==================== mef_enchimento
**mef_enchimento: logic cells by family**

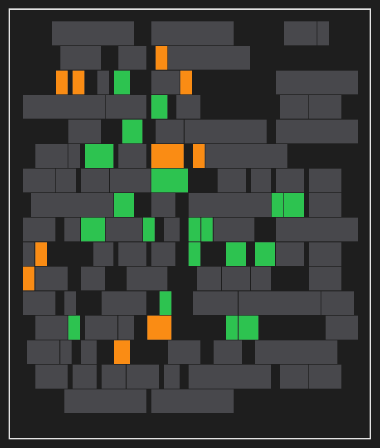
**mef_enchimento: sequential cells coloured by netlist name**

Bar = 10 um. Other cells in grey.
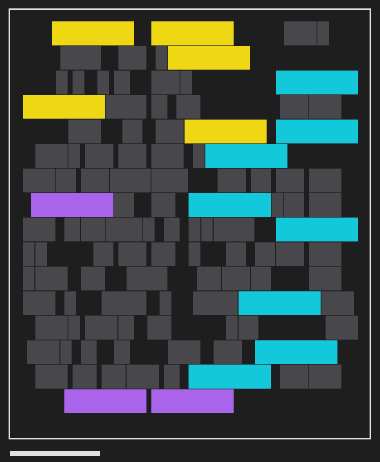
**mef_enchimento: placed cells, one colour a class**

Bar = 10 um.
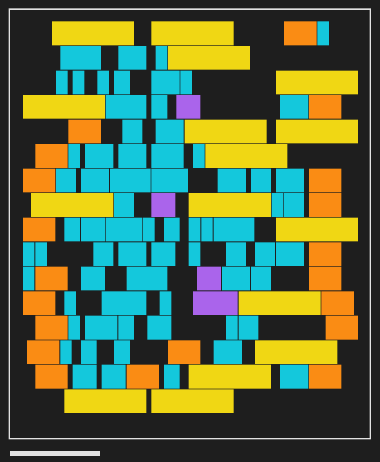
$ cat config.mk
export PLATFORM = sky130hd
export DESIGN_NAME = mef_enchimento
export DESIGN_NICKNAME = d
export VERILOG_FILES = /design/src/rtl/mef_enchimento.sv
export SDC_FILE = /design/constraint.sdc
export NUM_CORES = 1
export LEC_CHECK = 0
export CAP_MARGIN = 30
export CORE_ASPECT_RATIO = 1.2
export CORE_UTILIZATION = 52
export CTS_CLUSTER_SIZE = 30
export DETAILED_ROUTE_END_ITERATION = 10
export PLACE_DENSITY_LB_ADDON = 0.25
export SLEW_MARGIN = 20
export SYNTH_ARGS = -nofsm -noshare
export SYNTH_HDL_FRONTEND = slang
export SYNTH_SLANG_ARGS = --single-unit
$ cat constraint.sdc
create_clock -name clk -period 3.7 [get_ports clk]
set_input_delay 0.37 -clock clk [delete_from_list [all_inputs] [get_ports clk]]
set_output_delay 0.37 -clock clk [all_outputs]
set_load 0.02 [all_outputs]
$ cat src/rtl/mef_enchimento.sv
// Filling-station controller: moves a bottle under the nozzle, fills it, transfers it to
// the sealing stage and waits for the sealing stage to finish. Raises an alarm on timeouts.
module mef_enchimento #(
  parameter int MOVE_TIMEOUT = 30,
  parameter int FILL_TIMEOUT = 20,
  parameter int CNT_W        = 8
) (
  input  logic             clk,
  input  logic             reset,
  input  logic             start,
  input  logic             sensor_gar,
  input  logic             sensor_nivel,
  input  logic             sensor_pos,
  input  logic             done_ved,
  input  logic             clr_alarme,
  output logic             motor,
  output logic             valvula,
  output logic             gar,
  output logic             pos,
  output logic             alarme_ench,
  output logic [CNT_W-1:0] cheias
);

  localparam int TMAX  = (MOVE_TIMEOUT > FILL_TIMEOUT) ? MOVE_TIMEOUT : FILL_TIMEOUT;
  localparam int TMR_W = (TMAX > 1) ? $clog2(TMAX) : 1;
  localparam logic [TMR_W-1:0] MOVE_LAST = TMR_W'(MOVE_TIMEOUT - 1);
  localparam logic [TMR_W-1:0] FILL_LAST = TMR_W'(FILL_TIMEOUT - 1);

  localparam logic [2:0] S_IDLE      = 3'd0;
  localparam logic [2:0] S_MOVE      = 3'd1;
  localparam logic [2:0] S_FILL      = 3'd2;
  localparam logic [2:0] S_TRANSFER  = 3'd3;
  localparam logic [2:0] S_WAIT_SEAL = 3'd4;
  localparam logic [2:0] S_ALARM     = 3'd5;

  logic [2:0]       state_q, state_d;
  logic [TMR_W-1:0] timer_q, timer_d;
  logic [CNT_W-1:0] cheias_q, cheias_d;

  // Sensors are tested before the timeout so a sensor on the last allowed cycle wins.
  always_comb begin
    state_d  = state_q;
    cheias_d = cheias_q;
    case (state_q)
      S_IDLE: begin
        if (start) state_d = S_MOVE;
      end
      S_MOVE: begin
        if (sensor_gar)               state_d = S_FILL;
        else if (timer_q == MOVE_LAST) state_d = S_ALARM;
      end
      S_FILL: begin
        if (sensor_nivel) begin
          state_d  = S_TRANSFER;
          cheias_d = cheias_q + CNT_W'(1);
        end else if (timer_q == FILL_LAST) begin
          state_d = S_ALARM;
        end
      end
      S_TRANSFER: begin
        if (sensor_pos)               state_d = S_WAIT_SEAL;
        else if (timer_q == MOVE_LAST) state_d = S_ALARM;
      end
      S_WAIT_SEAL: begin
        if (done_ved) state_d = start ? S_MOVE : S_IDLE;
      end
      S_ALARM: begin
        if (clr_alarme) state_d = S_IDLE;
      end
      default: state_d = S_IDLE;
    endcase
  end

  // Timer restarts on every state entry and only runs in the timed states.
  always_comb begin
    timer_d = '0;
    if ((state_d == state_q) &&
        (state_q == S_MOVE || state_q == S_FILL || state_q == S_TRANSFER))
      timer_d = timer_q + TMR_W'(1);
  end

  always_ff @(posedge clk or posedge reset) begin
    if (reset) begin
      state_q  <= S_IDLE;
      timer_q  <= '0;
      cheias_q <= '0;
    end else begin
      state_q  <= state_d;
      timer_q  <= timer_d;
      cheias_q <= cheias_d;
    end
  end

  // Outputs decode the state register alone, so an async reset clears them at once.
  always_comb begin
    motor       = 1'b0;
    valvula     = 1'b0;
    gar         = 1'b0;
    pos         = 1'b0;
    alarme_ench = 1'b0;
    case (state_q)
      S_MOVE:      motor = 1'b1;
      S_FILL:      valvula = 1'b1;
      S_TRANSFER:  begin motor = 1'b1; gar = 1'b1; end
      S_WAIT_SEAL: begin gar = 1'b1; pos = 1'b1; end
      S_ALARM:     alarme_ench = 1'b1;
      default:     ;
    endcase
  end

  assign cheias = cheias_q;

endmodule

==> CHANGELOG.md <==
### Metrics

* Vias in the first global route at 542
* Slowest stage delay, CP at 0.63 ns
* Multi-input gates at 63
* Simple-Gate Fraction of Synth Area at 0.230
* Placed inst area at 1090 sq um
* Max-slew violations at 0
* Met3 routed WL at 70 um
* Fin area at 1130 sq um
* Area leader share at 0.447
* Clock latency (worst-skew pair) at 0.28 ns
* Clock Power at 113 uW
* Global route total overflow at 0
* Flops & latches, synth at 16
* Slowest cell on crit path: clkdlybuf4s50_1
* WL per Instance at between 10 and 15 um
* Endpoints failing setup at 0
* Tool warnings at 27
* Crit path capture: gar
* R2R cell count at 4
* Met2 global-route usage at 0.310
* Outcome: finished clean
* Clock Buffer Count at 4
* CTS Hold Bufs at 0
* Post-synth EDFFs at 0
* Crit. path cell count at 3
* FP Rows at 16
* Min-Delay Path Class: primary input to asynchronous set/reset pin
* XOR-XNOR Cells, Area Fraction at 0.0978
* Comb/total area at 0.395
* Worst vdd ir at around 400 uV
* Routability cong. at roughly 0.65
* Internal at 448 uW
* Fraction of area in clock buffers and inverters at 0.0322
* Worst Setup SP: state_q[2]$_DFF_PP0_
* Drt pass-1 iters at 4
## Picture notes: 'logic cells by family' of mef_enchimento
[green] nand cells | cells: 19 | most used: nand2_1
[orange] nor cells | cells: 10 | most used: nor2_1

## Picture notes: 'sequential cells coloured by netlist name' of mef_enchimento
[cyan] `cheias` | sequential cells: 8
[purple] `state_q` | sequential cells: 3
[yellow] `timer_q` | sequential cells: 5 | where: top centre

## Picture notes: 'placed cells, one colour a class' of mef_enchimento
[orange] remaining buffers and delay cells | cells: 20 | share of their area: 18%
[yellow] registers | cells: 16 | share of their area: 36%
[purple] clock drivers and dummy loads | cells: 4 | share of their area: 3.3%
[cyan] remaining logic cells | cells: 69 | share of their area: 42%


==================== lfsr_req_scheduler
**lfsr_req_scheduler: signal wires by layer**

Bar = 20 um. Only two layers are drawn.
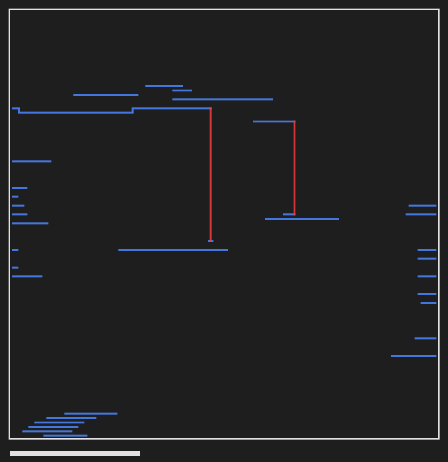
**lfsr_req_scheduler: placed cells, one colour a class**

Bar = 20 um.
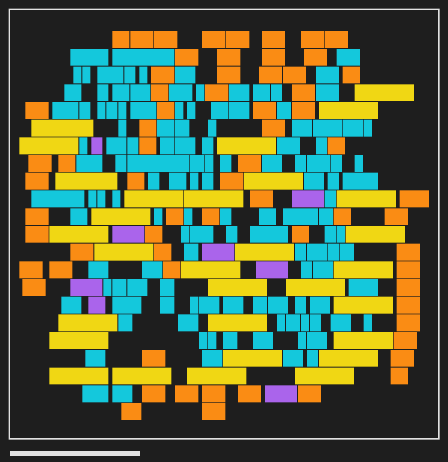
`config.mk`:
```
export PLATFORM = sky130hd
export DESIGN_NAME = lfsr_req_scheduler
export DESIGN_NICKNAME = d
export VERILOG_FILES = /design/src/rtl/lfsr_req_scheduler.sv
export SDC_FILE = /design/constraint.sdc
export NUM_CORES = 1
export LEC_CHECK = 0
export CORE_MARGIN = 1
export CORE_UTILIZATION = 44
export DETAILED_ROUTE_END_ITERATION = 8
export PLACE_DENSITY = 0.83
export REMOVE_ABC_BUFFERS = 1
export SYNTH_ARGS = -nofsm -noshare
export SYNTH_HDL_FRONTEND = slang
export SYNTH_SLANG_ARGS = --single-unit
export TNS_END_PERCENT = 100
```
`constraint.sdc`:
```
create_clock -name clk -period 2.37 [get_ports clk]
set_input_delay 0.474 -clock clk [delete_from_list [all_inputs] [get_ports clk]]
set_output_delay 0.474 -clock clk [all_outputs]
set_load 0.01 [all_outputs]
```
`src/rtl/lfsr_req_scheduler.sv`:
```
// Round-robin arbiter sharing one LFSR core among NUM_REQ byte consumers.
// Grants bursts of req_len+1 bytes and advances the core once per accepted byte.
module lfsr_req_scheduler #(
  parameter int unsigned NUM_REQ = 4,
  parameter int unsigned LEN_W   = 4
) (
  input  logic                     clk,
  input  logic                     resetn,
  input  logic [NUM_REQ-1:0]       req,
  input  logic [NUM_REQ*LEN_W-1:0] req_len,
  output logic [NUM_REQ-1:0]       gnt,
  input  logic [NUM_REQ-1:0]       rnd_ready,
  output logic                     rnd_valid,
  output logic [7:0]               rnd_data,
  output logic                     rnd_last,
  output logic                     lfsr_enable,
  input  logic [7:0]               lfsr_data,
  output logic                     busy,
  output logic [15:0]              bytes_served
);

  localparam int unsigned PTR_W = (NUM_REQ > 1) ? $clog2(NUM_REQ) : 1;

  typedef enum logic {
    IDLE,
    STREAM
  } state_t;

  state_t             state_q, state_d;
  logic [PTR_W-1:0]   ptr_q;
  logic [PTR_W-1:0]   owner_q;
  logic [LEN_W-1:0]   cnt_q;
  logic [PTR_W-1:0]   cand;
  logic [PTR_W-1:0]   win_idx;
  logic               win_found;
  logic [LEN_W-1:0]   win_len;
  logic               hs;
  logic               burst_end;

  assign rnd_data = lfsr_data;

  // Search starts one past the last owner so every requester gets a turn.
  always_comb begin
    cand      = '0;
    win_found = 1'b0;
    win_idx   = '0;
    for (int unsigned i = 1; i <= NUM_REQ; i++) begin
      cand = PTR_W'((32'(ptr_q) + i) % NUM_REQ);
      if (!win_found && req[cand]) begin
        win_found = 1'b1;
        win_idx   = cand;
      end
    end
  end

  always_comb begin
    win_len = '0;
    for (int unsigned i = 0; i < NUM_REQ; i++) begin
      if (win_idx == PTR_W'(i)) begin
        win_len = req_len[i*LEN_W +: LEN_W];
      end
    end
  end

  always_comb begin
    state_d     = state_q;
    rnd_valid   = 1'b0;
    rnd_last    = 1'b0;
    lfsr_enable = 1'b0;
    hs          = 1'b0;
    burst_end   = 1'b0;
    case (state_q)
      IDLE: begin
        if (win_found) begin
          state_d = STREAM;
        end
      end
      STREAM: begin
        rnd_valid   = 1'b1;
        rnd_last    = (cnt_q == '0);
        hs          = rnd_ready[owner_q];
        lfsr_enable = hs;
        // A dropped request ends the burst even if its final handshake lands.
        burst_end   = (hs && (cnt_q == '0)) || !req[owner_q];
        if (burst_end) begin
          state_d = IDLE;
        end
      end
      default: state_d = IDLE;
    endcase
  end

  always_ff @(posedge clk or negedge resetn) begin
    if (!resetn) begin
      state_q      <= IDLE;
      ptr_q        <= PTR_W'(NUM_REQ - 1);
      owner_q      <= '0;
      cnt_q        <= '0;
      gnt          <= '0;
      busy         <= 1'b0;
      bytes_served <= '0;
    end else begin
      state_q <= state_d;
      if (hs) begin
        bytes_served <= bytes_served + 16'd1;
      end
      case (state_q)
        IDLE: begin
          if (win_found) begin
            owner_q <= win_idx;
            gnt     <= NUM_REQ'(1) << win_idx;
            cnt_q   <= win_len;
            busy    <= 1'b1;
          end
        end
        STREAM: begin
          if (burst_end) begin
            gnt   <= '0;
            busy  <= 1'b0;
            ptr_q <= owner_q;
          end else if (hs) begin
            cnt_q <= cnt_q - LEN_W'(1);
          end
        end
        default: ;
      endcase
    end
  end

endmodule
```
==> CHANGELOG.md <==
### Metrics

* Mapped Cells at between 150 and 200
* Fraction of area in clock buffers and inverters at 0.0387
* Clock latency (worst-skew pair) at 0.28 ns
* Avg Cell Area, Syn at ~10 sq um
* Slowest stage delay, CP at 0.50 ns
* Inverter count at 8
* Hold EP: bytes_served[15]$_DFFE_PN0P_
* CTS Sinks at 30
* Worst Skew at 0.0105 ns
* Cell area leaders: dfrtp_1 (39%), xnor2_1 (5.4%), buf_4 (4.6%)
* Outcome: finished clean
* CP Data Arrival Time at 1.86 ns
* Synth-to-Final Area Change at 37.6%
* Syn Std Cell Area at ~1800 sq um
* Util after Layout at 0.652
* Remaining DRCs at 0
* Vias in the first global route at approximately 1400
* Crit. path cell count at 4
* Chip Area, Yosys at 1790 sq um
* Post-synth EDFFs at 0
* R2R Path Start: ptr_q[1]$_DFFE_PN1P_
* Top class by area: logic gates
* Global-route wire length before repair at 6730 um
* Min-delay src: bytes_served[15]$_DFFE_PN0P_
* Yosys top cell by instances: dfrtp_1
* RSZ-0062 raised after global routing: false
* Final WL at 4160 um
Notes on 'signal wires by layer' of lfsr_req_scheduler above:
[red] M4 | wire length: 34.7 um
[blue] M3 | wire length: 198 um
WL per Instance: 14.9 um
via count: 1517

Notes on 'placed cells, one colour a class' of lfsr_req_scheduler above:
[orange] remaining buffers and delay cells | cells: 66 | share of their area: 26%
[yellow] registers | cells: 30 | share of their area: 31%
[cyan] remaining logic cells | cells: 127 | share of their area: 39%
[purple] clock drivers and dummy loads | cells: 8 | share of their area: 4.0%
core area: 3770 sq um
fin area: 2460 sq um
sequential cell area share: 0.306
FP Rows: 22


==================== pulse_cmd_decoder
**pulse_cmd_decoder: placed cells, one colour a class**

Bar = 50 um.
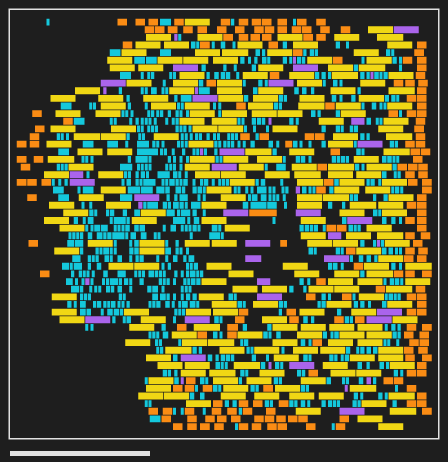
**pulse_cmd_decoder: congestion heat map**

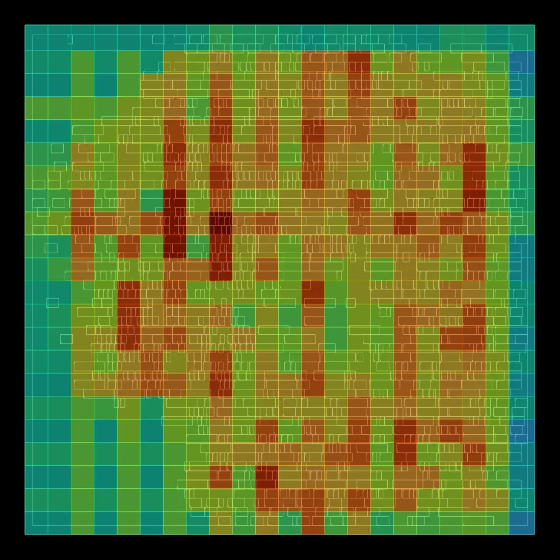
**pulse_cmd_decoder: logic cells by family**

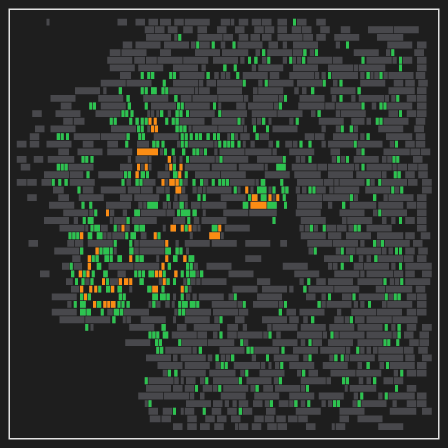
File: src/rtl/pulse_cmd_decoder.sv
// Framed register-write decoder between the UART receiver and the pulse core.
// Address byte + 1/2/4 data bytes (LSB first), atomic commit, ACK/NAK reply.
module pulse_cmd_decoder #(
  parameter int          TIMEOUT_CYC = 1_000_000,
  parameter logic [31:0] DEF_PER     = 32'd200000,
  parameter logic [15:0] DEF_WID     = 16'd30,
  parameter logic [15:0] DEF_DEL     = 16'd200
) (
  input  logic        clk,
  input  logic        reset,
  input  logic [7:0]  rx_byte,
  input  logic        rx_valid,
  output logic [7:0]  tx_byte,
  output logic        tx_valid,
  input  logic        tx_ready,
  output logic [31:0] per,
  output logic [15:0] p1wid,
  output logic [15:0] del,
  output logic [15:0] p2wid,
  output logic [15:0] p1wid2,
  output logic [15:0] del2,
  output logic [15:0] p2wid2,
  output logic [15:0] p1st2,
  output logic [15:0] nut_d,
  output logic [7:0]  nut_w,
  output logic [6:0]  pr_att,
  output logic        cp,
  output logic        bl,
  output logic        rxd
);

  localparam int          TW   = $clog2(TIMEOUT_CYC + 1);
  localparam logic [TW-1:0] TMAX = TW'(TIMEOUT_CYC);
  localparam logic [7:0]  ACK  = 8'h06;
  localparam logic [7:0]  NAK  = 8'h15;

  typedef enum logic [1:0] {
    S_IDLE,
    S_DATA,
    S_COMMIT
  } state_t;

  state_t          state;
  state_t          state_nx;
  logic [3:0]      addr;
  logic [2:0]      cnt;
  logic [1:0]      idx;
  logic [31:0]     shadow;
  logic [TW-1:0]   timer;

  logic            addr_ok;
  logic [2:0]      addr_cnt;
  logic            last_byte;
  logic            timeout;
  logic            rsp_en;
  logic [7:0]      rsp_code;

  // Address decode: legal range 01..0C, byte count per register width.
  always_comb begin
    addr_ok  = (rx_byte >= 8'h01) && (rx_byte <= 8'h0C);
    addr_cnt = 3'd2;
    if (rx_byte == 8'h01)
      addr_cnt = 3'd4;
    else if (rx_byte >= 8'h0A)
      addr_cnt = 3'd1;
    last_byte = ({1'b0, idx} == (cnt - 3'd1));
    timeout   = (timer == TMAX);
  end

  // State register.
  always_ff @(posedge clk or posedge reset) begin
    if (reset)
      state <= S_IDLE;
    else
      state <= state_nx;
  end

  // Next-state logic and response requests.
  always_comb begin
    state_nx = state;
    rsp_en   = 1'b0;
    rsp_code = ACK;
    case (state)
      S_IDLE: begin
        if (rx_valid) begin
          if (addr_ok) begin
            state_nx = S_DATA;
          end else begin
            rsp_en   = 1'b1;
            rsp_code = NAK;
          end
        end
      end
      S_DATA: begin
        if (rx_valid) begin
          if (last_byte)
            state_nx = S_COMMIT;
        end else if (timeout) begin
          rsp_en   = 1'b1;
          rsp_code = NAK;
          state_nx = S_IDLE;
        end
      end
      S_COMMIT: begin
        rsp_en   = 1'b1;
        rsp_code = ACK;
        state_nx = S_IDLE;
      end
      default: state_nx = S_IDLE;
    endcase
  end

  // Frame assembly: address latch, shadow shift-in and inter-byte timer.
  always_ff @(posedge clk or posedge reset) begin
    if (reset) begin
      addr   <= '0;
      cnt    <= '0;
      idx    <= '0;
      shadow <= '0;
      timer  <= '0;
    end else begin
      case (state)
        S_IDLE: begin
          if (rx_valid && addr_ok) begin
            addr   <= rx_byte[3:0];
            cnt    <= addr_cnt;
            idx    <= '0;
            shadow <= '0;
            timer  <= '0;
          end
        end
        S_DATA: begin
          if (rx_valid) begin
            shadow[{idx, 3'b000} +: 8] <= rx_byte;
            idx   <= idx + 2'd1;
            timer <= '0;
          end else if (timeout) begin
            shadow <= '0;
          end else begin
            timer <= timer + TW'(1);
          end
        end
        default: ;
      endcase
    end
  end

  // Register file: whole value lands in one cycle so the core never sees a torn word.
  always_ff @(posedge clk or posedge reset) begin
    if (reset) begin
      per    <= DEF_PER;
      p1wid  <= DEF_WID;
      del    <= DEF_DEL;
      p2wid  <= DEF_WID;
      p1wid2 <= DEF_WID;
      del2   <= DEF_DEL;
      p2wid2 <= DEF_WID;
      p1st2  <= '0;
      nut_d  <= '0;
      nut_w  <= '0;
      pr_att <= '0;
      cp     <= 1'b0;
      bl     <= 1'b0;
    end else if (state == S_COMMIT) begin
      case (addr)
        4'h1: per    <= shadow;
        4'h2: p1wid  <= shadow[15:0];
        4'h3: del    <= shadow[15:0];
        4'h4: p2wid  <= shadow[15:0];
        4'h5: p1wid2 <= shadow[15:0];
        4'h6: del2   <= shadow[15:0];
        4'h7: p2wid2 <= shadow[15:0];
        4'h8: p1st2  <= shadow[15:0];
        4'h9: nut_d  <= shadow[15:0];
        4'hA: nut_w  <= shadow[7:0];
        4'hB: pr_att <= shadow[6:0];
        4'hC: begin
          cp <= shadow[0];
          bl <= shadow[1];
        end
        default: ;
      endcase
    end
  end

  // Commit strobe, coincident with the register update.
  always_ff @(posedge clk or posedge reset) begin
    if (reset)
      rxd <= 1'b0;
    else
      rxd <= (state == S_COMMIT);
  end

  // One-deep response buffer: a new code is dropped only if the old one is stuck.
  always_ff @(posedge clk or posedge reset) begin
    if (reset) begin
      tx_byte  <= '0;
      tx_valid <= 1'b0;
    end else if (rsp_en && (!tx_valid || tx_ready)) begin
      tx_byte  <= rsp_code;
      tx_valid <= 1'b1;
    end else if (tx_valid && tx_ready) begin
      tx_valid <= 1'b0;
    end
  end

endmodule

File: config.mk
export PLATFORM = sky130hd
export DESIGN_NAME = pulse_cmd_decoder
export DESIGN_NICKNAME = d
export VERILOG_FILES = /design/src/rtl/pulse_cmd_decoder.sv
export SDC_FILE = /design/constraint.sdc
export NUM_CORES = 1
export LEC_CHECK = 0
export ABC_AREA = 1
export CAP_MARGIN = 20
export CORE_MARGIN = 2
export CORE_UTILIZATION = 45
export DETAILED_ROUTE_END_ITERATION = 7
export PLACE_DENSITY = 0.78
export SLEW_MARGIN = 20
export SYNTH_ARGS = -nofsm -noshare
export SYNTH_HDL_FRONTEND = slang
export SYNTH_SLANG_ARGS = --single-unit
File: constraint.sdc
create_clock -name clk -period 10.2 [get_ports clk]
set_clock_uncertainty 0.1 [all_clocks]
set_input_delay 1.02 -clock clk [delete_from_list [all_inputs] [get_ports clk]]
set_output_delay 1.02 -clock clk [all_outputs]
set_load 0.005 [all_outputs]
==> CHANGELOG.md <==
### Metrics

* CP Launch Type: primary input
* Synth cell types at 36
* Combinational power share at 0.157
* Multiplexer share at 0.0192
* Tool warnings at 30
* NonClk Buf Share at 0.156
* Clock Buffer Count at 39
* Clk pwr share at 0.368
* Mapped Cells at 1056
* Min-Delay Path Class: flop to flop
* Post-DP HPWL at 18100 um
* Outcome: finished clean
* Number of vias per cell at roughly 5.2
* Global-route wire length before repair at around 42000 um
* Slowest stage delay, CP at 0.69 ns
* Clock latency (worst-skew pair) at roughly 0.53 ns
* Met2 Routed Length at between 10000 and 15000 um
* Flop area at 6170 sq um
* Hold EP: shadow[16]$_DFFE_PP0P_
* Io pins at 199
* Cell area leaders: dfrtp_1 (55%), nand2_1 (13%), o21ai_0 (9.1%)
* Critical path data required time at 10.47 ns
* Kind of critical path: primary input to flop
* Largest net degree at the start of global routing at 93
* Post-layout period usage at 0.294
* Setup WS pre-CTS at a little under 7 ns
* Worst Setup SP: rx_valid
* Inverter count at 65
* Flop Count at 245
* IO buf count at 194
* Sequential share of the synthesized area at 0.621
* Main logic family: simple AND/OR/NAND/NOR gates
* Critical Path End Type: flop
* Max frequency at about 330 MHz
## Picture notes: 'placed cells, one colour a class' of pulse_cmd_decoder
[cyan] remaining logic cells | cells: 764 | share of their area: 29%
[purple] clock drivers and dummy loads | cells: 44 | share of their area: 5.9%
[orange] remaining buffers and delay cells | cells: 198 | share of their area: 16%
[yellow] registers | cells: 245 | share of their area: 49%
Util after Layout: 0.589
FP Rows: 54
sequential cell area share: 0.481
core area: 21800 sq um
fin area: 12800 sq um

## Picture notes: 'congestion heat map' of pulse_cmd_decoder
M3 GR Usage: 0.0410
GR Layer Usage met1: 0.326
GRT busiest layer: met2
met2 global-route usage: 0.365

## Picture notes: 'logic cells by family' of pulse_cmd_decoder
[green] nand cells | cells: 405 | most used: nand2_1 | where: spread over the die
[orange] nor cells | cells: 59 | most used: nor2_1


==================== fc_relu_stream
**fc_relu_stream: placed cells, one colour a class**

Bar = 20 um.
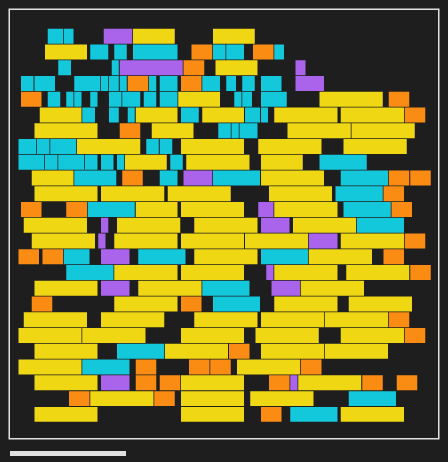
**fc_relu_stream: signal wires by layer**

Bar = 20 um. Only two layers are drawn.
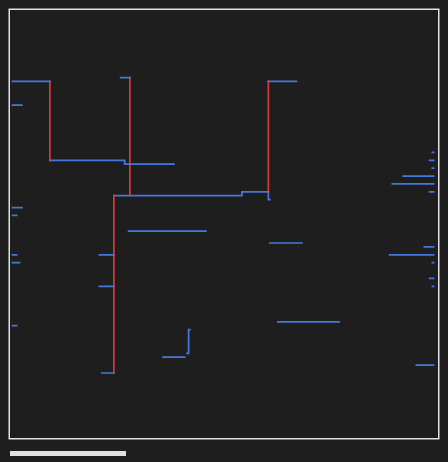
$ cat src/rtl/fc_relu_stream.sv
// fc_relu_stream: arithmetic right shift plus optional ReLU on an fc output stream, buffered in a D-entry FIFO.
// Define FC_RELU_STREAM_RELU_EN to clamp negative samples to zero; without it the activation is the identity.
module fc_relu_stream #(
    parameter int T     = 16,
    parameter int M     = 16,
    parameter int D     = 4,
    parameter int SHIFT = 0
) (
    input  logic         clk,
    input  logic         reset,
    input  logic         input_valid,
    output logic         input_ready,
    input  logic [T-1:0] input_data,
    output logic         output_valid,
    input  logic         output_ready,
    output logic [T-1:0] output_data,
    output logic         output_last
);

    localparam int AW = (D > 1) ? $clog2(D) : 1;
    localparam int CW = $clog2(D + 1);
    localparam int IW = (M > 1) ? $clog2(M) : 1;

    logic [T-1:0]        mem [D];
    logic [AW-1:0]       wr_ptr;
    logic [AW-1:0]       rd_ptr;
    logic [CW-1:0]       count;
    logic [IW-1:0]       idx;
    logic signed [T-1:0] shifted;
    logic [T-1:0]        processed;
    logic                push;
    logic                pop;

    assign shifted = $signed(input_data) >>> SHIFT;

`ifdef FC_RELU_STREAM_RELU_EN
    assign processed = shifted[T-1] ? '0 : shifted;
`else
    assign processed = shifted;
`endif

    // Handshake flags depend only on the registered count, never on the other side's inputs.
    assign input_ready  = (count < CW'(D));
    assign output_valid = (count != '0);
    assign output_data  = mem[rd_ptr];
    assign output_last  = output_valid && (idx == IW'(M - 1));

    assign push = input_valid && input_ready;
    assign pop  = output_valid && output_ready;

    always_ff @(posedge clk) begin
        if (push) begin
            mem[wr_ptr] <= processed;
        end
    end

    // D is a power of two, so the pointers wrap modulo D on natural overflow.
    always_ff @(posedge clk) begin
        if (!reset) begin
            wr_ptr <= '0;
            rd_ptr <= '0;
            count  <= '0;
            idx    <= '0;
        end else begin
            if (push) begin
                wr_ptr <= wr_ptr + AW'(1);
            end
            if (pop) begin
                rd_ptr <= rd_ptr + AW'(1);
                idx    <= (idx == IW'(M - 1)) ? '0 : idx + IW'(1);
            end
            case ({push, pop})
                2'b10:   count <= count + CW'(1);
                2'b01:   count <= count - CW'(1);
                default: count <= count;
            endcase
        end
    end

endmodule

$ cat config.mk
export PLATFORM = sky130hd
export DESIGN_NAME = fc_relu_stream
export DESIGN_NICKNAME = d
export VERILOG_FILES = /design/src/rtl/fc_relu_stream.sv
export SDC_FILE = /design/constraint.sdc
export NUM_CORES = 1
export LEC_CHECK = 0
export CORE_UTILIZATION = 58
export CTS_CLUSTER_DIAMETER = 60
export DETAILED_ROUTE_END_ITERATION = 6
export GPL_ROUTABILITY_DRIVEN = 0
export PLACE_DENSITY = 0.83
export SYNTH_ARGS = -nofsm -noshare
export SYNTH_HDL_FRONTEND = slang
export SYNTH_SLANG_ARGS = --single-unit
$ cat constraint.sdc
create_clock -name clk -period 6 [get_ports clk]
set_clock_uncertainty 0.1 [all_clocks]
set_input_delay 1.2 -clock clk [delete_from_list [all_inputs] [get_ports clk]]
set_output_delay 1.2 -clock clk [all_outputs]
set_load 0.02 [all_outputs]
==> CHANGELOG.md <==
### Metrics

* Outcome: finished clean
* Delay-heaviest family, CP: flip-flops
* Comb/total area at 0.208
* Most flops, register: mem
* Flops & latches, synth at around 77
* CTS tree: done
* Area leader share at 0.641
* Setup WS pre-CTS at 2.46 ns
* Main logic family: multiplexers
* Final Hold Slack at 0.403 ns
* Fp util at 0.618
* Kind of critical path: flop to output port
* Synth cell types at 28
* Inverter count at 8
* Hold path cells at 2
* Met2 Routed Length at 2690 um
* DRT met1 WL at between 2000 and 2500 um
About 'placed cells, one colour a class' of fc_relu_stream:
[cyan] remaining logic cells | cells: 73 | share of their area: 22%
[yellow] registers | cells: 77 | share of their area: 62%
[orange] remaining buffers and delay cells | cells: 38 | share of their area: 11%
[purple] clock drivers and dummy loads | cells: 16 | share of their area: 5.1%
fin area: 3610 sq um
Util after Layout: 0.744
FP Rows: 25
core area: 4850 sq um

About 'signal wires by layer' of fc_relu_stream:
[blue] M3 | wire length: 143 um
[red] M4 | wire length: 83.6 um
total track usage: 0.207
final WL: 4940 um


==================== control_unit_mc
**control_unit_mc: congestion heat map**

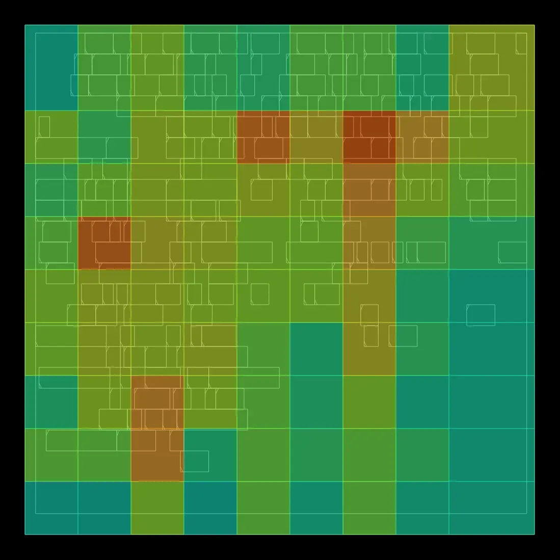
**control_unit_mc: wiring heat map**

Bar = 20 um. 13 x 13 tiles, from black (low) to pale yellow (high), scaled to the fullest tile. Values are wire area over tile area, all layers added.
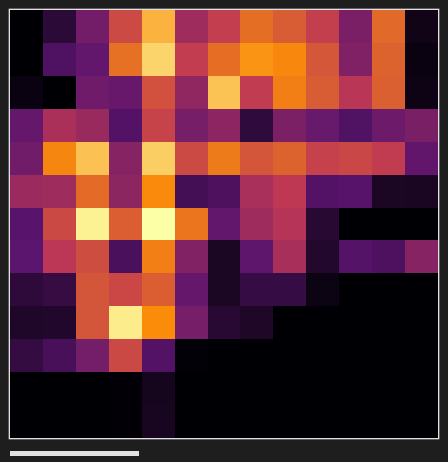
### config.mk
export PLATFORM = sky130hd
export DESIGN_NAME = control_unit_mc
export DESIGN_NICKNAME = d
export VERILOG_FILES = /design/src/rtl/control_unit_mc_pkg.sv /design/src/rtl/control_unit_mc_mem_wait_timer.sv /design/src/rtl/control_unit_mc.sv
export SDC_FILE = /design/constraint.sdc
export NUM_CORES = 1
export LEC_CHECK = 0
export ABC_CLOCK_PERIOD_IN_PS = 3750
export CAP_MARGIN = 40
export CORE_UTILIZATION = 25
export CTS_CLUSTER_SIZE = 16
export DETAILED_ROUTE_END_ITERATION = 8
export PLACE_DENSITY = 0.66
export SYNTH_ARGS = -nofsm -noshare
export SYNTH_HDL_FRONTEND = slang
export SYNTH_SLANG_ARGS = --single-unit
### constraint.sdc
create_clock -name clk_i -period 3.75 [get_ports clk_i]
set_clock_uncertainty 0.1 [all_clocks]
set_input_delay 0.75 -clock clk_i [delete_from_list [all_inputs] [get_ports clk_i]]
set_output_delay 0.75 -clock clk_i [all_outputs]
set_load 0.02 [all_outputs]
### src/rtl/control_unit_mc_pkg.sv
// Shared types for the multicycle control unit.
//   state_t  - sequencer state encoding
//   opcode_t - instruction opcode field (legal values 0..7; 8..15 are illegal)
//   ALU_*    - ALU function select codes driven on alu_s_o
package control_unit_mc_pkg;

    typedef enum logic [3:0] {
        S_INIT   = 4'd0,
        S_FETCH  = 4'd1,
        S_DECODE = 4'd2,
        S_NOOP   = 4'd3,
        S_LOAD_A = 4'd4,
        S_LOAD_B = 4'd5,
        S_STORE  = 4'd6,
        S_ADD    = 4'd7,
        S_SUB    = 4'd8,
        S_JUMP   = 4'd9,
        S_HALT   = 4'd10
    } state_t;

    typedef enum logic [3:0] {
        OP_NOOP  = 4'd0,
        OP_STORE = 4'd1,
        OP_LOAD  = 4'd2,
        OP_ADD   = 4'd3,
        OP_SUB   = 4'd4,
        OP_HALT  = 4'd5,
        OP_JMPZ  = 4'd6,
        OP_JMP   = 4'd7
    } opcode_t;

    localparam logic [3:0] ALU_PASS = 4'd0;
    localparam logic [3:0] ALU_ADD  = 4'd1;
    localparam logic [3:0] ALU_SUB  = 4'd2;

endpackage

### src/rtl/control_unit_mc_mem_wait_timer.sv
// Data-memory wait timer.
// Counts cycles spent in a memory-access state and flags expiry when the
// WAIT_MAX-th cycle in that state still has no ready from memory.
//   clk_i     - clock
//   rst_ni    - asynchronous active-low reset
//   clear_i   - restart the count (asserted the cycle before a memory state)
//   en_i      - currently in a memory-access state
//   d_rdy_i   - data memory ready
//   expired_o - WAIT_MAX-th cycle reached with d_rdy_i low
module mem_wait_timer #(
    parameter int WAIT_MAX = 15
) (
    input  logic clk_i,
    input  logic rst_ni,
    input  logic clear_i,
    input  logic en_i,
    input  logic d_rdy_i,
    output logic expired_o
);

    localparam int CNT_W = $clog2(WAIT_MAX + 1);
    localparam logic [CNT_W-1:0] LAST = CNT_W'(WAIT_MAX - 1);

    // cnt_q holds the zero-based index of the current cycle in the memory state
    logic [CNT_W-1:0] cnt_q, cnt_d;
    logic             last_cycle;

    assign last_cycle = (cnt_q == LAST);

    always_comb begin
        cnt_d = cnt_q;
        if (clear_i) begin
            cnt_d = '0;
        end else if (en_i && !last_cycle) begin
            cnt_d = cnt_q + 1'b1;
        end
    end

    always_ff @(posedge clk_i or negedge rst_ni) begin
        if (!rst_ni) begin
            cnt_q <= '0;
        end else begin
            cnt_q <= cnt_d;
        end
    end

    // Ready on the final cycle wins over the timeout.
    assign expired_o = en_i && last_cycle && !d_rdy_i;

endmodule

### src/rtl/control_unit_mc.sv
// Multicycle control unit: sequences fetch/decode/execute of
// NOOP/STORE/LOAD/ADD/SUB/HALT/JMPZ/JMP with memory-ready timeout and
// a sticky fault flag. All strobes are Moore-decoded from state and IR.
//
// state    | meaning
// ---------+-----------------------------------------------
// INIT     | clear PC after reset
// FETCH    | load IR, increment PC
// DECODE   | select execute state from opcode
// NOOP     | idle cycle (also untaken JMPZ)
// LOAD_A   | data read request, wait for ready
// LOAD_B   | write memory data into register file
// STORE    | data write request, wait for ready
// ADD/SUB  | ALU operation, capture Z
// JUMP     | PC-relative load
// HALT     | stopped until reset (fault shows why, if set)
//
// Ports: clk_i, rst_ni; ir_i, d_rdy_i, alu_z_i in;
//        PC strobes, data-memory request/address, register-file
//        addresses/enables, ALU select, halted_o, fault_o out.
module control_unit_mc
    import control_unit_mc_pkg::*;
#(
    parameter int RF_ADDR_W = 4,
    parameter int WAIT_MAX  = 15
) (
    input  logic                     clk_i,
    input  logic                     rst_ni,
    input  logic [4+3*RF_ADDR_W-1:0] ir_i,
    input  logic                     d_rdy_i,
    input  logic                     alu_z_i,
    output logic                     pc_clr_o,
    output logic                     pr_id_o,
    output logic                     pc_ic_o,
    output logic                     pc_ld_o,
    output logic [2*RF_ADDR_W-1:0]   pc_ofs_o,
    output logic [2*RF_ADDR_W-1:0]   d_addr_o,
    output logic                     d_rd_o,
    output logic                     d_wr_o,
    output logic                     rf_s_o,
    output logic                     rf_w_en_o,
    output logic [RF_ADDR_W-1:0]     rf_a_addr_o,
    output logic [RF_ADDR_W-1:0]     rf_b_addr_o,
    output logic [RF_ADDR_W-1:0]     rf_w_addr_o,
    output logic [3:0]               alu_s_o,
    output logic                     halted_o,
    output logic                     fault_o
);

    localparam int R    = RF_ADDR_W;
    localparam int IR_W = 4 + 3 * R;

    state_t         state_q, state_d;
    logic           z_q, z_d;
    logic           fault_q, fault_d;
    opcode_t        opcode;
    logic [R-1:0]   f2, f1, f0;
    logic           wait_en, wait_clr, wait_expired;

    assign opcode = opcode_t'(ir_i[IR_W-1:3*R]);
    assign f2     = ir_i[3*R-1:2*R];
    assign f1     = ir_i[2*R-1:R];
    assign f0     = ir_i[R-1:0];

    // DECODE is the only path into a memory state, so clearing there
    // restarts the count on every entry.
    assign wait_clr = (state_q == S_DECODE);
    assign wait_en  = (state_q == S_LOAD_A) || (state_q == S_STORE);

    mem_wait_timer #(
        .WAIT_MAX (WAIT_MAX)
    ) u_wait (
        .clk_i     (clk_i),
        .rst_ni    (rst_ni),
        .clear_i   (wait_clr),
        .en_i      (wait_en),
        .d_rdy_i   (d_rdy_i),
        .expired_o (wait_expired)
    );

    always_comb begin
        state_d = state_q;
        z_d     = z_q;
        fault_d = fault_q;
        case (state_q)
            S_INIT:   state_d = S_FETCH;
            S_FETCH:  state_d = S_DECODE;
            S_DECODE: begin
                case (opcode)
                    OP_NOOP:  state_d = S_NOOP;
                    OP_STORE: state_d = S_STORE;
                    OP_LOAD:  state_d = S_LOAD_A;
                    OP_ADD:   state_d = S_ADD;
                    OP_SUB:   state_d = S_SUB;
                    OP_HALT:  state_d = S_HALT;
                    OP_JMPZ:  state_d = z_q ? S_JUMP : S_NOOP;
                    OP_JMP:   state_d = S_JUMP;
                    default: begin
                        state_d = S_HALT;
                        fault_d = 1'b1;
                    end
                endcase
            end
            S_NOOP:   state_d = S_FETCH;
            S_LOAD_A: begin
                if (d_rdy_i) begin
                    state_d = S_LOAD_B;
                end else if (wait_expired) begin
                    state_d = S_HALT;
                    fault_d = 1'b1;
                end
            end
            S_LOAD_B: state_d = S_FETCH;
            S_STORE: begin
                if (d_rdy_i) begin
                    state_d = S_FETCH;
                end else if (wait_expired) begin
                    state_d = S_HALT;
                    fault_d = 1'b1;
                end
            end
            S_ADD, S_SUB: begin
                z_d     = alu_z_i;
                state_d = S_FETCH;
            end
            S_JUMP:   state_d = S_FETCH;
            S_HALT:   state_d = S_HALT;
            default:  state_d = S_INIT;
        endcase
    end

    always_ff @(posedge clk_i or negedge rst_ni) begin
        if (!rst_ni) begin
            state_q <= S_INIT;
            z_q     <= 1'b0;
            fault_q <= 1'b0;
        end else begin
            state_q <= state_d;
            z_q     <= z_d;
            fault_q <= fault_d;
        end
    end

    always_comb begin
        pc_clr_o    = 1'b0;
        pr_id_o     = 1'b0;
        pc_ic_o     = 1'b0;
        pc_ld_o     = 1'b0;
        pc_ofs_o    = '0;
        d_addr_o    = '0;
        d_rd_o      = 1'b0;
        d_wr_o      = 1'b0;
        rf_s_o      = 1'b0;
        rf_w_en_o   = 1'b0;
        rf_a_addr_o = '0;
        rf_b_addr_o = '0;
        rf_w_addr_o = '0;
        alu_s_o     = ALU_PASS;
        halted_o    = 1'b0;
        case (state_q)
            S_INIT:  pc_clr_o = 1'b1;
            S_FETCH: begin
                pr_id_o = 1'b1;
                pc_ic_o = 1'b1;
            end
            S_LOAD_A: begin
                d_addr_o    = {f2, f1};
                d_rd_o      = 1'b1;
                rf_w_addr_o = f0;
                rf_s_o      = 1'b1;
            end
            S_LOAD_B: begin
                d_addr_o    = {f2, f1};
                rf_w_addr_o = f0;
                rf_s_o      = 1'b1;
                rf_w_en_o   = 1'b1;
            end
            S_STORE: begin
                d_addr_o    = {f1, f0};
                rf_a_addr_o = f2;
                d_wr_o      = 1'b1;
            end
            S_ADD, S_SUB: begin
                rf_a_addr_o = f2;
                rf_b_addr_o = f1;
                rf_w_addr_o = f0;
                rf_w_en_o   = 1'b1;
                alu_s_o     = (state_q == S_ADD) ? ALU_ADD : ALU_SUB;
            end
            S_JUMP: begin
                pc_ld_o  = 1'b1;
                pc_ofs_o = {f1, f0};
            end
            S_HALT:  halted_o = 1'b1;
            default: ;
        endcase
    end

    assign fault_o = fault_q;

endmodule

==> CHANGELOG.md <==
### Metrics

* NonClk Buf Share at 0.352
* Outcome: finished clean
* FP Rows at 23
* Min-Delay Path Class: flop to flop
* Net Switching at approximately 370 uW
* Hold path cells at 1
* Clock latency (worst-skew pair) at roughly 0.24 ns
* Core area at 4000 sq um
* Register-to-register setup slack at 1.83 ns
* Worst Path Max Fanout at 13
* Final Hold Slack at 0.376 ns
* Final Hold Vio Count at 0
* Critical path data required time at ~2.9 ns
* Combinational power share at 0.577
* Slowest stage delay, CP at 0.61 ns
* WP buf/inv at 1
* Min-delay src: fault_o$_DFFE_PN0P_
* CTS Sinks at 10
* CP Launch Type: flop
* GR Layer Usage met1 at 0.198
* Placed inst area at 1640 sq um
* Synth-to-Final Area Change at 64.1%
* Chip Area, Yosys at 1030 sq um
* Max-slew violations at 0
* Sequential share of power at 0.254
* CTS Hold Bufs at 0
* Largest net degree at the start of global routing at 18
* Slowest cell on crit path: clkdlybuf4s50_1
* Drt pass-1 iters at 4
* R2R Path Start: state_q[1]$_DFF_PN0_
* Inverter count at 2
* Reg2reg end: state_q[2]$_DFF_PN0_
* Cell taking the most area after synthesis: dfrtp_1
* Mapped Cells at 132
* Root Driver: clkbuf_8
* Complex Gates by Area at 0.195
* RSZ-0062 raised after global routing: false
* Tapcells at 50
* Top cells excl fill/tap: clkdlybuf4s50_1 (59), and2_1 (16), nor2b_1 (15)
* Multiplexer share at 0.0302
* Clock-pin slew of the registers on the worst-case setup and hold paths at 0.05 ns
* Max_slew headroom at 0.528
* Critical Path End Type: output port
## Picture notes: 'congestion heat map' of control_unit_mc
WL per Instance: 13.1 um
GRT busiest layer: met2

## Picture notes: 'wiring heat map' of control_unit_mc
fullest tile: 0.37
densest ninth of the die: top centre
nearly empty tiles: 27%
mean over tiles: 0.11
emptiest ninth of the die: lower right
total track usage: 0.145
final WL: 3110 um
via count: 1099


==================== usb_jtag_tx_arbiter
File: config.mk
export PLATFORM = sky130hd
export DESIGN_NAME = usb_jtag_tx_arbiter
export DESIGN_NICKNAME = d
export VERILOG_FILES = /design/src/rtl/usb_jtag_pkg.sv /design/src/rtl/usb_jtag_rr_pick.sv /design/src/rtl/usb_jtag_tx_arbiter.sv
export SDC_FILE = /design/constraint.sdc
export NUM_CORES = 1
export LEC_CHECK = 0
export CAP_MARGIN = 20
export CORE_MARGIN = 4
export CORE_UTILIZATION = 53
export CTS_BUF_LIST = sky130_fd_sc_hd__clkbuf_8
export CTS_CLUSTER_DIAMETER = 50
export DETAILED_ROUTE_END_ITERATION = 8
export PLACE_DENSITY = 0.82
export SYNTH_ARGS = -nofsm -noshare
export SYNTH_HDL_FRONTEND = slang
export SYNTH_SLANG_ARGS = --single-unit
File: constraint.sdc
create_clock -name iCLK -period 2.3 [get_ports iCLK]
set_clock_uncertainty 0.1 [all_clocks]
set_input_delay 0.46 -clock iCLK [delete_from_list [all_inputs] [get_ports iCLK]]
set_output_delay 0.46 -clock iCLK [all_outputs]
set_load 0.005 [all_outputs]
File: src/rtl/usb_jtag_pkg.sv
// Shared types and default parameters for the USB-JTAG transmit arbiter.
package usb_jtag_pkg;
  typedef enum logic [1:0] {IDLE, SEND, GAP} txState_e;

  localparam int DEF_NREQ       = 2;
  localparam int DEF_TIMEOUT    = 65535;
  localparam int DEF_TOW        = 16;
  localparam int DEF_GAP_CYCLES = 4;
endpackage

File: src/rtl/usb_jtag_rr_pick.sv
// Combinational round-robin pick: lowest request at or above ptr, else lowest overall.
module usb_jtag_rr_pick
  import usb_jtag_pkg::*;
#(
  parameter int NREQ = DEF_NREQ,
  localparam int OW  = $clog2(NREQ)
) (
  input  logic [NREQ-1:0] req,
  input  logic [OW-1:0]   ptr,
  output logic [NREQ-1:0] grant,
  output logic [OW-1:0]   idx,
  output logic            any
);
  logic [NREQ-1:0] masked;

  always_comb begin
    masked = '0;
    for (int i = 0; i < NREQ; i++) masked[i] = req[i] && (i >= int'(ptr));
    grant = '0;
    idx   = '0;
    // Scan high to low so the lowest set bit is the one left standing;
    // the masked pass overrides the wrap-around pass.
    for (int i = NREQ - 1; i >= 0; i--) begin
      if (req[i]) begin
        grant = NREQ'(1) << i;
        idx   = OW'(i);
      end
    end
    if (|masked) begin
      for (int i = NREQ - 1; i >= 0; i--) begin
        if (masked[i]) begin
          grant = NREQ'(1) << i;
          idx   = OW'(i);
        end
      end
    end
    any = |req;
  end
endmodule

File: src/rtl/usb_jtag_tx_arbiter.sv
// Round-robin arbiter and start/done sequencer for the byte-wide JTAG transmit channel.
module usb_jtag_tx_arbiter
  import usb_jtag_pkg::*;
#(
  parameter int NREQ       = DEF_NREQ,
  parameter int TIMEOUT    = DEF_TIMEOUT,
  parameter int TOW        = DEF_TOW,
  parameter int GAP_CYCLES = DEF_GAP_CYCLES
) (
  input  logic                      iCLK,
  input  logic                      iRST_n,
  input  logic [NREQ-1:0]           iReq,
  input  logic [8*NREQ-1:0]         iData,
  output logic [NREQ-1:0]           oAck,
  output logic                      oErr,
  output logic [7:0]                oTxD_DATA,
  output logic                      oTxD_Start,
  input  logic                      iTxD_Done,
  output logic                      oBusy,
  output logic [$clog2(NREQ)-1:0]   oOwner
);
  localparam int OW = $clog2(NREQ);
  localparam int GW = (GAP_CYCLES > 1) ? $clog2(GAP_CYCLES) : 1;

  txState_e        state;
  logic [OW-1:0]   ptr;       // where the next search starts
  logic [TOW-1:0]  toCnt;
  logic [GW-1:0]   gapCnt;
  logic [NREQ-1:0] ownerGnt;

  logic [NREQ-1:0] pickGnt;
  logic [OW-1:0]   pickIdx;
  logic            pickAny;
  logic [OW-1:0]   ptrNext;

  usb_jtag_rr_pick #(.NREQ(NREQ)) uPick (
    .req   (iReq),
    .ptr   (ptr),
    .grant (pickGnt),
    .idx   (pickIdx),
    .any   (pickAny)
  );

  assign ptrNext = (int'(pickIdx) == NREQ - 1) ? '0 : pickIdx + 1'b1;

  always_ff @(posedge iCLK or negedge iRST_n) begin
    if (!iRST_n) begin
      state      <= IDLE;
      ptr        <= '0;
      toCnt      <= '0;
      gapCnt     <= '0;
      ownerGnt   <= '0;
      oAck       <= '0;
      oErr       <= 1'b0;
      oTxD_DATA  <= '0;
      oTxD_Start <= 1'b0;
      oBusy      <= 1'b0;
      oOwner     <= '0;
    end else begin
      oAck <= '0;
      oErr <= 1'b0;
      case (state)
        IDLE: begin
          if (pickAny) begin
            state      <= SEND;
            oTxD_DATA  <= iData[{pickIdx, 3'b000} +: 8];
            oOwner     <= pickIdx;
            ownerGnt   <= pickGnt;
            ptr        <= ptrNext;
            toCnt      <= '0;
            oTxD_Start <= 1'b1;
            oBusy      <= 1'b1;
          end
        end
        SEND: begin
          toCnt <= toCnt + 1'b1;
          // Done beats a simultaneous timeout, so oErr only flags a true stall.
          if (iTxD_Done || toCnt == TOW'(TIMEOUT - 1)) begin
            state      <= GAP;
            gapCnt     <= '0;
            oAck       <= ownerGnt;
            oErr       <= !iTxD_Done;
            oTxD_Start <= 1'b0;
          end
        end
        GAP: begin
          if (gapCnt == GW'(GAP_CYCLES - 1)) begin
            state <= IDLE;
            oBusy <= 1'b0;
          end else begin
            gapCnt <= gapCnt + 1'b1;
          end
        end
        default: begin
          state      <= IDLE;
          oTxD_Start <= 1'b0;
          oBusy      <= 1'b0;
        end
      endcase
    end
  end
endmodule

==> CHANGELOG.md <==
### Metrics

* Outcome: finished clean
* Fin area at roughly 2200 sq um
* Met3 routed WL at between 150 and 200 um
* Max frequency at 522 MHz
* Crit. path cell count at 5
* Io pins at 35
* Period minus WS final at 1.92 ns
* P_comb at 911 uW
* Net Switching at 781 uW
* DIE WIDTH at about 65 um
* Max_slew headroom at 0.478
* Routability cong. at ~0.86
* Post-layout period usage at 0.833
* Comb/total area at 0.342
* Die area at 4250 sq um
* Sequential share of power at 0.425
* Sequential cell area share at 0.419
* Min-Delay Path Class: flop to flop
* IO buf count at 34
* Slowest stage delay, CP at 0.63 ns
* Worst Path Max Fanout at 10
* CP Launch Type: primary input
* Yosys Instances at roughly 170
* Inverter count at 6
* Syn_nets at 189
* Fp util at 0.558
* Cell area leaders: dfrtp_1 (53%), a21o_1 (5.2%), nand2_1 (4.1%)
* H-tree Lvls at 2
* Number of vias per cell at 5.48
**usb_jtag_tx_arbiter: congestion heat map**

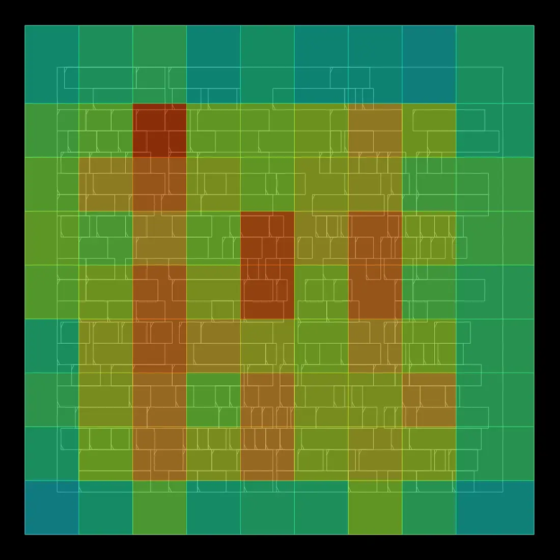
total track usage: 0.182
met2 global-route usage: 0.288
GRT busiest layer: met2
GR Layer Usage met1: 0.235



==> notes/layouts.md <==
Pictures saved along the way, in no particular order.

Congestion heat map.
(a)
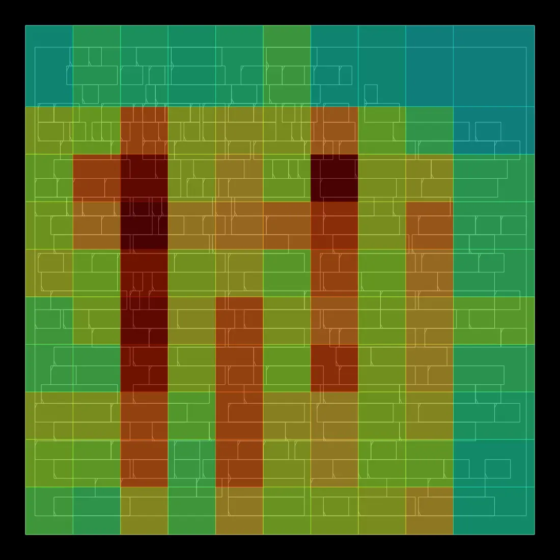
(b)
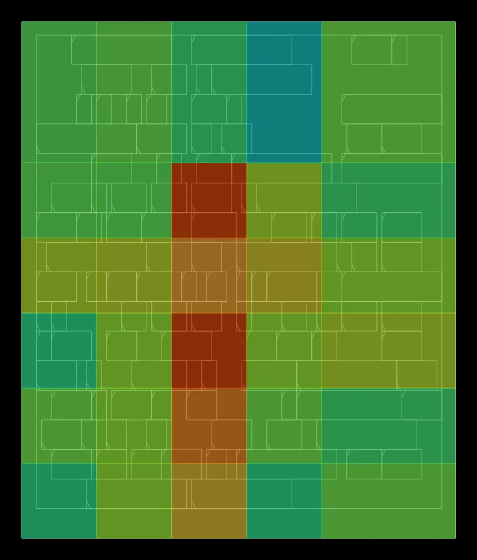
(c)
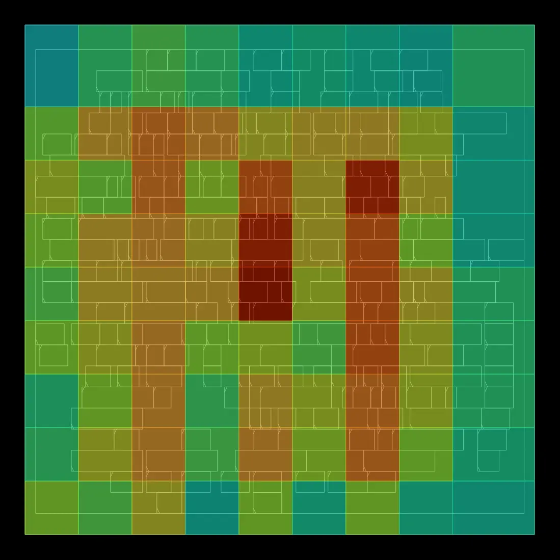
Of these, least wire per cell: (b)
Of these, most wire per cell: (a)
(a) comes from fc_relu_stream.
(b) comes from mef_enchimento.
(c) comes from lfsr_req_scheduler.

Power is estimated from default activity; no workload was simulated.
